# ---- vga_timing_gen ----
**vga_timing_gen: clock wires, drivers and flops**

Scale: 6 px per um.
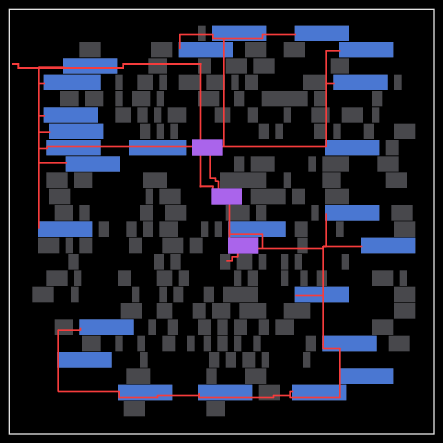

## config.mk

```make
export PLATFORM = sky130hd
export DESIGN_NAME = vga_timing_gen
export DESIGN_NICKNAME = d
export VERILOG_FILES = /design/src/rtl/vga_timing_gen.sv
export SDC_FILE = /design/constraint.sdc
export NUM_CORES = 1
export LEC_CHECK = 0
export ABC_CLOCK_PERIOD_IN_PS = 6800
export CELL_PAD_IN_SITES_DETAIL_PLACEMENT = 1
export CELL_PAD_IN_SITES_GLOBAL_PLACEMENT = 2
export CORE_MARGIN = 2
export CORE_UTILIZATION = 34
export DETAILED_ROUTE_END_ITERATION = 10
export PLACE_DENSITY_LB_ADDON = 0.25
export SLEW_MARGIN = 40
export SYNTH_ARGS = -nofsm -noshare
export SYNTH_HDL_FRONTEND = slang
export SYNTH_SLANG_ARGS = --single-unit
export TNS_END_PERCENT = 10
```

## constraint.sdc

```tcl
create_clock -name CLK -period 6.8 [get_ports CLK]
set_clock_uncertainty 0.1 [all_clocks]
set_input_delay 1.02 -clock CLK [delete_from_list [all_inputs] [get_ports CLK]]
set_output_delay 1.02 -clock CLK [all_outputs]
set_load 0.02 [all_outputs]
```

## src/rtl/vga_timing_gen.sv

```systemverilog
// Raster timing source: pixel enable, sync/blank flags and DrawX/DrawY scan counters.
// Optional macro VGA_SYNC_ALIGN_EN delays hs/vs by one pixel to line up with registered RGB.
module vga_timing_gen #(
    parameter int H_VISIBLE = 640,
    parameter int H_FRONT   = 16,
    parameter int H_SYNC    = 96,
    parameter int H_BACK    = 48,
    parameter int V_VISIBLE = 480,
    parameter int V_FRONT   = 10,
    parameter int V_SYNC    = 2,
    parameter int V_BACK    = 33,
    parameter int CLK_DIV   = 2
) (
    input  logic       CLK,
    input  logic       Reset,
    output logic       pixel_ce,
    output logic       hs,
    output logic       vs,
    output logic       blank,
    output logic [9:0] DrawX,
    output logic [9:0] DrawY,
    output logic       frame_start
);

    localparam int H_TOTAL = H_VISIBLE + H_FRONT + H_SYNC + H_BACK;
    localparam int V_TOTAL = V_VISIBLE + V_FRONT + V_SYNC + V_BACK;
    localparam int DIV_W   = (CLK_DIV > 1) ? $clog2(CLK_DIV) : 1;

    localparam logic [DIV_W-1:0] DIV_LAST = DIV_W'(CLK_DIV - 1);
    localparam logic [9:0]       H_LAST   = 10'(H_TOTAL - 1);
    localparam logic [9:0]       V_LAST   = 10'(V_TOTAL - 1);

    // Region bounds are 11 bits so an end bound of exactly 1024 stays representable.
    localparam logic [10:0] H_ACT_END = 11'(H_VISIBLE);
    localparam logic [10:0] HS_START  = 11'(H_VISIBLE + H_FRONT);
    localparam logic [10:0] HS_END    = 11'(H_VISIBLE + H_FRONT + H_SYNC);
    localparam logic [10:0] V_ACT_END = 11'(V_VISIBLE);
    localparam logic [10:0] VS_START  = 11'(V_VISIBLE + V_FRONT);
    localparam logic [10:0] VS_END    = 11'(V_VISIBLE + V_FRONT + V_SYNC);

    logic [DIV_W-1:0] div;
    logic [9:0]       x_nxt;
    logic [9:0]       y_nxt;
    logic             line_end;
    logic             frame_end;
    logic             hs_nxt;
    logic             vs_nxt;
    logic             blank_nxt;
    logic             hs_raw;
    logic             vs_raw;

    assign pixel_ce = (div == DIV_LAST);

    always_comb begin
        x_nxt     = DrawX;
        y_nxt     = DrawY;
        line_end  = (DrawX == H_LAST);
        frame_end = line_end && (DrawY == V_LAST);
        if (pixel_ce) begin
            if (line_end) begin
                x_nxt = '0;
                y_nxt = (DrawY == V_LAST) ? 10'd0 : DrawY + 10'd1;
            end else begin
                x_nxt = DrawX + 10'd1;
            end
        end
    end

    // Flags are decoded from the next counter values so they land on the same edge as the counters.
    assign hs_nxt    = !(({1'b0, x_nxt} >= HS_START) && ({1'b0, x_nxt} < HS_END));
    assign vs_nxt    = !(({1'b0, y_nxt} >= VS_START) && ({1'b0, y_nxt} < VS_END));
    assign blank_nxt = ({1'b0, x_nxt} < H_ACT_END) && ({1'b0, y_nxt} < V_ACT_END);

    always_ff @(posedge CLK or posedge Reset) begin
        if (Reset) begin
            div         <= '0;
            DrawX       <= '0;
            DrawY       <= '0;
            hs_raw      <= 1'b1;
            vs_raw      <= 1'b1;
            blank       <= 1'b1;
            frame_start <= 1'b0;
        end else begin
            div         <= pixel_ce ? '0 : div + DIV_W'(1);
            DrawX       <= x_nxt;
            DrawY       <= y_nxt;
            hs_raw      <= hs_nxt;
            vs_raw      <= vs_nxt;
            blank       <= blank_nxt;
            frame_start <= pixel_ce && frame_end;
        end
    end

`ifdef VGA_SYNC_ALIGN_EN
    logic hs_dly;
    logic vs_dly;

    // One pixel of extra delay on the syncs only; blank and the counters stay zero-skew.
    always_ff @(posedge CLK or posedge Reset) begin
        if (Reset) begin
            hs_dly <= 1'b1;
            vs_dly <= 1'b1;
        end else if (pixel_ce) begin
            hs_dly <= hs_raw;
            vs_dly <= vs_raw;
        end
    end

    assign hs = hs_dly;
    assign vs = vs_dly;
`else
    assign hs = hs_raw;
    assign vs = vs_raw;
`endif

endmodule

```

# ---- finite_bcd ----
<file path="src/rtl/finite_pkg.sv">
// Shared widths, FSM state and BCD result type for the modulo-100 counter datapath.
package finite_pkg;

  localparam int unsigned FINITE_W   = 7;
  localparam int unsigned FINITE_MOD = 100;
  localparam int unsigned BCD_W      = 8;

  // Result shown for out-of-range inputs (the hundreds digit cannot be represented).
  localparam logic [BCD_W-1:0] BCD_ERR = 8'h99;

  typedef enum logic [1:0] {
    StIdle,
    StShift,
    StDone
  } state_e;

  typedef struct packed {
    logic [3:0] tens;
    logic [3:0] units;
  } bcd_t;

endpackage

</file>
<file path="src/rtl/bcd_adj3.sv">
// Double-dabble nibble correction: add 3 when the digit is 5 or more.
module bcd_adj3 (
  input  logic [3:0] nib_i,
  output logic [3:0] nib_o
);

  always_comb begin
    nib_o = nib_i;
    if (nib_i >= 4'd5) begin
      nib_o = nib_i + 4'd3;
    end
  end

endmodule

</file>
<file path="src/rtl/finite_bcd.sv">
// Sequential binary-to-BCD converter: one 7-bit value per transaction, IN_W shift steps,
// registered result held in DONE until the downstream handshake.
module finite_bcd
  import finite_pkg::*;
#(
  parameter int unsigned IN_W    = FINITE_W,
  parameter int unsigned MODULUS = FINITE_MOD
) (
  input  logic             clk,
  input  logic             rst,
  input  logic             in_valid,
  output logic             in_ready,
  input  logic [IN_W-1:0]  in_data,
  output logic             out_valid,
  input  logic             out_ready,
  output logic [BCD_W-1:0] out_bcd,
  output logic             out_err
);

  localparam int unsigned     CatW     = BCD_W + IN_W;
  localparam logic [2:0]      LastStep = 3'(IN_W - 1);
  localparam logic [IN_W-1:0] ModLim   = IN_W'(MODULUS);

  state_e state_q, state_d;

  logic [IN_W-1:0] shreg_q, shreg_d;
  bcd_t            scratch_q, scratch_d;
  logic [2:0]      cnt_q, cnt_d;
  logic            err_q, err_d;
  bcd_t            out_bcd_q, out_bcd_d;
  logic            out_err_q, out_err_d;

  logic [3:0]      tens_adj, units_adj;
  logic [CatW-1:0] cat, cat_shift;

  bcd_adj3 u_adj_tens (
    .nib_i (scratch_q.tens),
    .nib_o (tens_adj)
  );

  bcd_adj3 u_adj_units (
    .nib_i (scratch_q.units),
    .nib_o (units_adj)
  );

  // Corrected scratch and binary operand shift as one register pair.
  assign cat       = {tens_adj, units_adj, shreg_q};
  assign cat_shift = {cat[CatW-2:0], 1'b0};

  // State register.
  always_ff @(posedge clk) begin
    if (!rst) begin
      state_q <= StIdle;
    end else begin
      state_q <= state_d;
    end
  end

  // Next-state logic.
  always_comb begin
    state_d = state_q;
    unique case (state_q)
      StIdle:  if (in_valid) state_d = StShift;
      StShift: if (cnt_q == LastStep) state_d = StDone;
      StDone:  if (out_ready) state_d = StIdle;
      default: state_d = StIdle;
    endcase
  end

  // Datapath next-state.
  always_comb begin
    shreg_d   = shreg_q;
    scratch_d = scratch_q;
    cnt_d     = cnt_q;
    err_d     = err_q;
    out_bcd_d = out_bcd_q;
    out_err_d = out_err_q;
    unique case (state_q)
      StIdle: begin
        if (in_valid) begin
          shreg_d   = in_data;
          scratch_d = '0;
          cnt_d     = '0;
          err_d     = (in_data >= ModLim);
        end
      end
      StShift: begin
        {scratch_d, shreg_d} = cat_shift;
        cnt_d                = cnt_q + 3'd1;
        if (cnt_q == LastStep) begin
          out_bcd_d = err_q ? bcd_t'(BCD_ERR) : bcd_t'(cat_shift[CatW-1:IN_W]);
          out_err_d = err_q;
        end
      end
      default: ;
    endcase
  end

  always_ff @(posedge clk) begin
    if (!rst) begin
      shreg_q   <= '0;
      scratch_q <= '0;
      cnt_q     <= '0;
      err_q     <= 1'b0;
      out_bcd_q <= '0;
      out_err_q <= 1'b0;
    end else begin
      shreg_q   <= shreg_d;
      scratch_q <= scratch_d;
      cnt_q     <= cnt_d;
      err_q     <= err_d;
      out_bcd_q <= out_bcd_d;
      out_err_q <= out_err_d;
    end
  end

  // Outputs; in_ready is held low while reset is asserted.
  always_comb begin
    in_ready  = rst && (state_q == StIdle);
    out_valid = (state_q == StDone);
    out_bcd   = out_bcd_q;
    out_err   = out_err_q;
  end

endmodule

</file>
<file path="config.mk">
export PLATFORM = sky130hd
export DESIGN_NAME = finite_bcd
export DESIGN_NICKNAME = d
export VERILOG_FILES = /design/src/rtl/finite_pkg.sv /design/src/rtl/bcd_adj3.sv /design/src/rtl/finite_bcd.sv
export SDC_FILE = /design/constraint.sdc
export NUM_CORES = 1
export LEC_CHECK = 0
export CORE_MARGIN = 1
export CORE_UTILIZATION = 50
export CTS_CLUSTER_SIZE = 25
export DETAILED_ROUTE_END_ITERATION = 10
export PLACE_DENSITY = 0.87
export SYNTH_ARGS = -nofsm -noshare
export SYNTH_HDL_FRONTEND = slang
export SYNTH_SLANG_ARGS = --single-unit
</file>
<file path="constraint.sdc">
create_clock -name clk -period 1.6 [get_ports clk]
set_clock_uncertainty 0.1 [all_clocks]
set_input_delay 0.24 -clock clk [delete_from_list [all_inputs] [get_ports clk]]
set_output_delay 0.24 -clock clk [all_outputs]
set_load 0.02 [all_outputs]
</file>

==> notes/layouts.md <==
Pictures saved along the way, in no particular order.

Nets reached from selected ports.
Scale: 4 px per um.
image #1
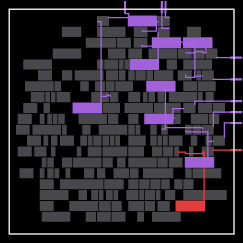
image #2
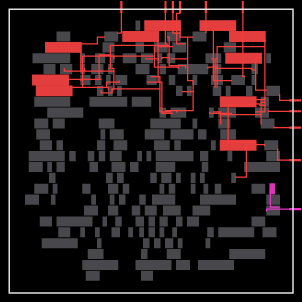
Of these, largest die: image #2
finite_bcd: image #1
vga_timing_gen: image #2

**vga_timing_gen: congestion heat map**

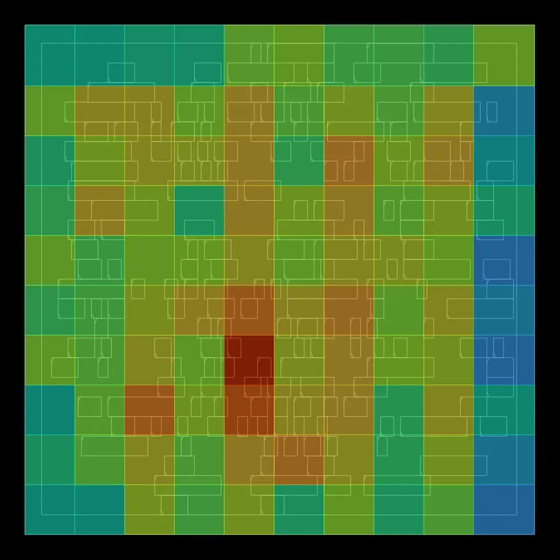
GRT Max-Usage Layer: met2
met3 usage: 0.0242
Total GRT Usage: 0.169
DR WL/cell: 16.9 um
met1 Use GR: 0.251

About 'clock wires, drivers and flops' of vga_timing_gen:
blue -> flip-flops  # count 25
red -> clock wires  # length 364 um
purple -> clock-net drivers  # count 3
flops lie = widely spread
routed clock nets = 4
clock-net power: 88.9 uW
clk latency late pin: 270 ps
Clk pwr share: 0.369

==> out/results.ini, vga_timing_gen <==
[finish]
final_nets=193
n_sequential_cell=25
fin_cells=239
drive_above_1_share=0.118

[worst_setup_path]
r2r_end=vs$_DFF_PP1_
start_kind=register
cp_cell_sequence=clkdlybuf4s50_1
crit_fanout=12
cp.required_ps=5680
critPathTopFamily=buffers and inverters
endpoint=pixel_ce
reg2reg_depth=6
startpoint=pixel_ce$_DFF_PP0_
slowest_stage=clkdlybuf4s50_1
critical_path.endpoint_type=output port
cp.arrival_ps=1530

[power_and_ir_drop]
p_int_uw=190
maxPowerGroup=sequential cells
p_switching_uw=51.0
p_leak_nw=0.733

[status]
outcome=completed

[min_path]
hp-class=register to register

[timing]
finalHoldViolations=0
min_period_ps=2650
slew_headroom=0.547

[synth]
flop_cell=dfrtp_1
mux_share=0.0216
common_cells=dfrtp_1, nand2_1, nor2_1, o21ai_0
top_cells_by_area=dfrtp_1, nand2_1, dfstp_2
yosys.cell_types.count=50
edf_count=0
syn_area_mm2=0.00151
ys.flops=25

[clocking]
holdBufCountCts=0
htree_levels=1
clk_path_buf_depth=2

[global_route]
overflow=0
grt_pass1_wl_um=6800

[detailed_routing]
top_layer_used=met4
drt-pass1-iter-count=4
antenna_left=0
wl_um=4040

[floorplan]
die_x_um=70.5
initCoreUtil=0.351

-- vga_timing_gen: through the flow --
| step | power (mW) | utilization |
|---|---|---|
| finish | 0.241 | 0.430 |
| global route | 0.252 | 0.430 |
| CTS | 0.247 | 0.430 |
| detailed placement | 0.155 | 0.419 |
| global placement | 0.155 | 0.419 |
| floorplan | 0.154 | - |
-- vga_timing_gen: sequential cells by signal, summed over array words and instances (netlist names) --
name and count:
pixel_ce 1, hs 1, frame_start 1, blank 1
DrawX 10, DrawY 10, vs 1
**finite_bcd: congestion heat map**

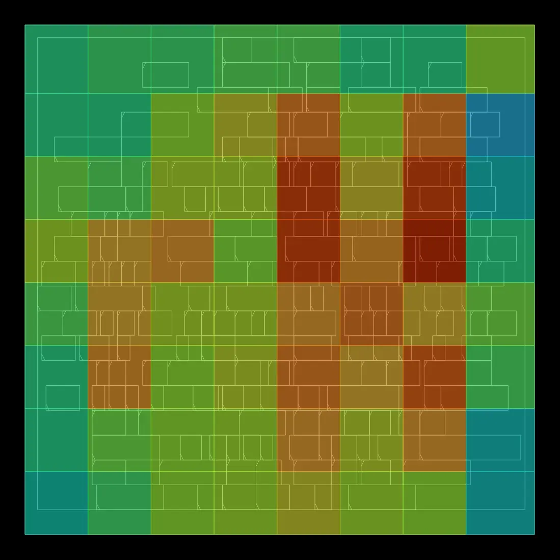
Total GRT Usage: 0.212
met3 usage: 0.0512
fin util: 0.656

**finite_bcd: clock wires, drivers and flops**

Scale: 6 px per um.
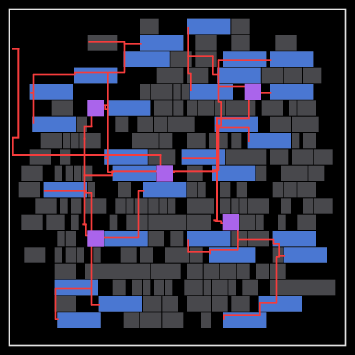
red -> clock wires  # length 353 um
blue -> flip-flops  # count 30
purple -> clock-net drivers  # count 5
routed clock nets = 6
Clk pwr share: 0.458
clk latency late pin: 330 ps
clock-net power: 791 uW

==> out/results.ini, finite_bcd <==
[timing]
whs_ps=378
finalSetupViolCount=0
min_period_ps=1540
finalHoldViolations=0

[status]
outcome=completed

[min_path]
hp-class=register to register
min_path_cells=2

[floorplan]
core-area_mm2=0.00276
std_cell_rows=19
initCoreUtil=0.525
die_x_um=55.8

[synth]
top_logic_kind=simple AND/OR/NAND/NOR gates
synthArstFlopShare=0
common_cells=dfxtp_1, nand2_1, a21oi_1, a32o_1, o21ai_0
flop_cell=dfxtp_1
mux_share=0.0216
syn_avg_cell_area_um2=9.33

[worst_setup_path]
reg2reg_depth=6
cp.arrival_ps=1730

[clocking]
clkSlewWorstSetupHoldPaths_ps=100
holdBufCountCts=0

[power_and_ir_drop]
power_density_mw_per_mm2=956
vdd_ir_drop_max_uv=1120
combPwrFrac=0.089
p_switching_uw=354

[placed_design]
routabilityCongestion=0.817
placed_cells=205
portBuffers=21

[finish]
seq_share=0.333
stdcell_area_mm2=0.00181
nonClockInverterCount=5

[detailed_routing]
viasPerCell=5.74

[global_route]
use_met2=0.384

## finite_bcd: path summary, 6_finish.rpt
path | to | startpoint | slack, ps
worst min-delay path | out_err$_SDFFE_PN0P_ | out_err$_SDFFE_PN0P_ | 380
worst max register to register | scratch_q[3]$_SDFFE_PN0P_ | scratch_q[0]$_SDFFE_PN0P_ | 60
worst min register to register | out_err$_SDFFE_PN0P_ | out_err$_SDFFE_PN0P_ | 380
worst max-delay path | scratch_q[3]$_SDFFE_PN0P_ | scratch_q[0]$_SDFFE_PN0P_ | 60


## Gallery

Local utilization.
picture 1
Scale: 6 px per um. The die is cut into 7 by 7 equal tiles; dark blue is low, red is high, 0 to 100% covered.
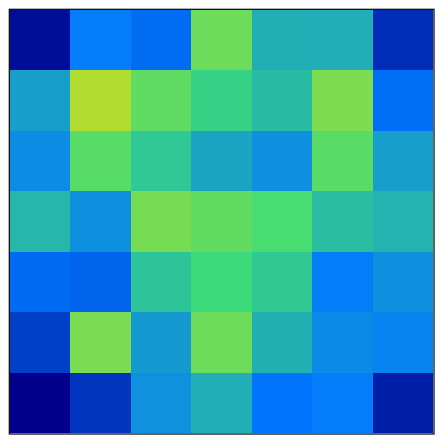
picture 2
Scale: 6 px per um. The die is cut into 11 by 11 equal tiles; dark blue is low, red is high, 0 to 100% covered.
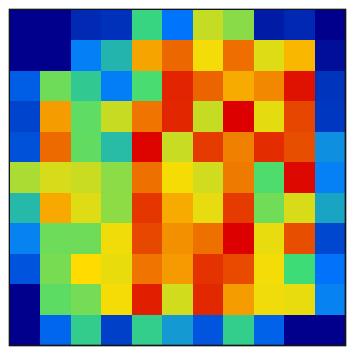
picture 1: vga_timing_gen
picture 2: finite_bcd

Power figures rest on the tool's default switching activity, not on a simulated workload.
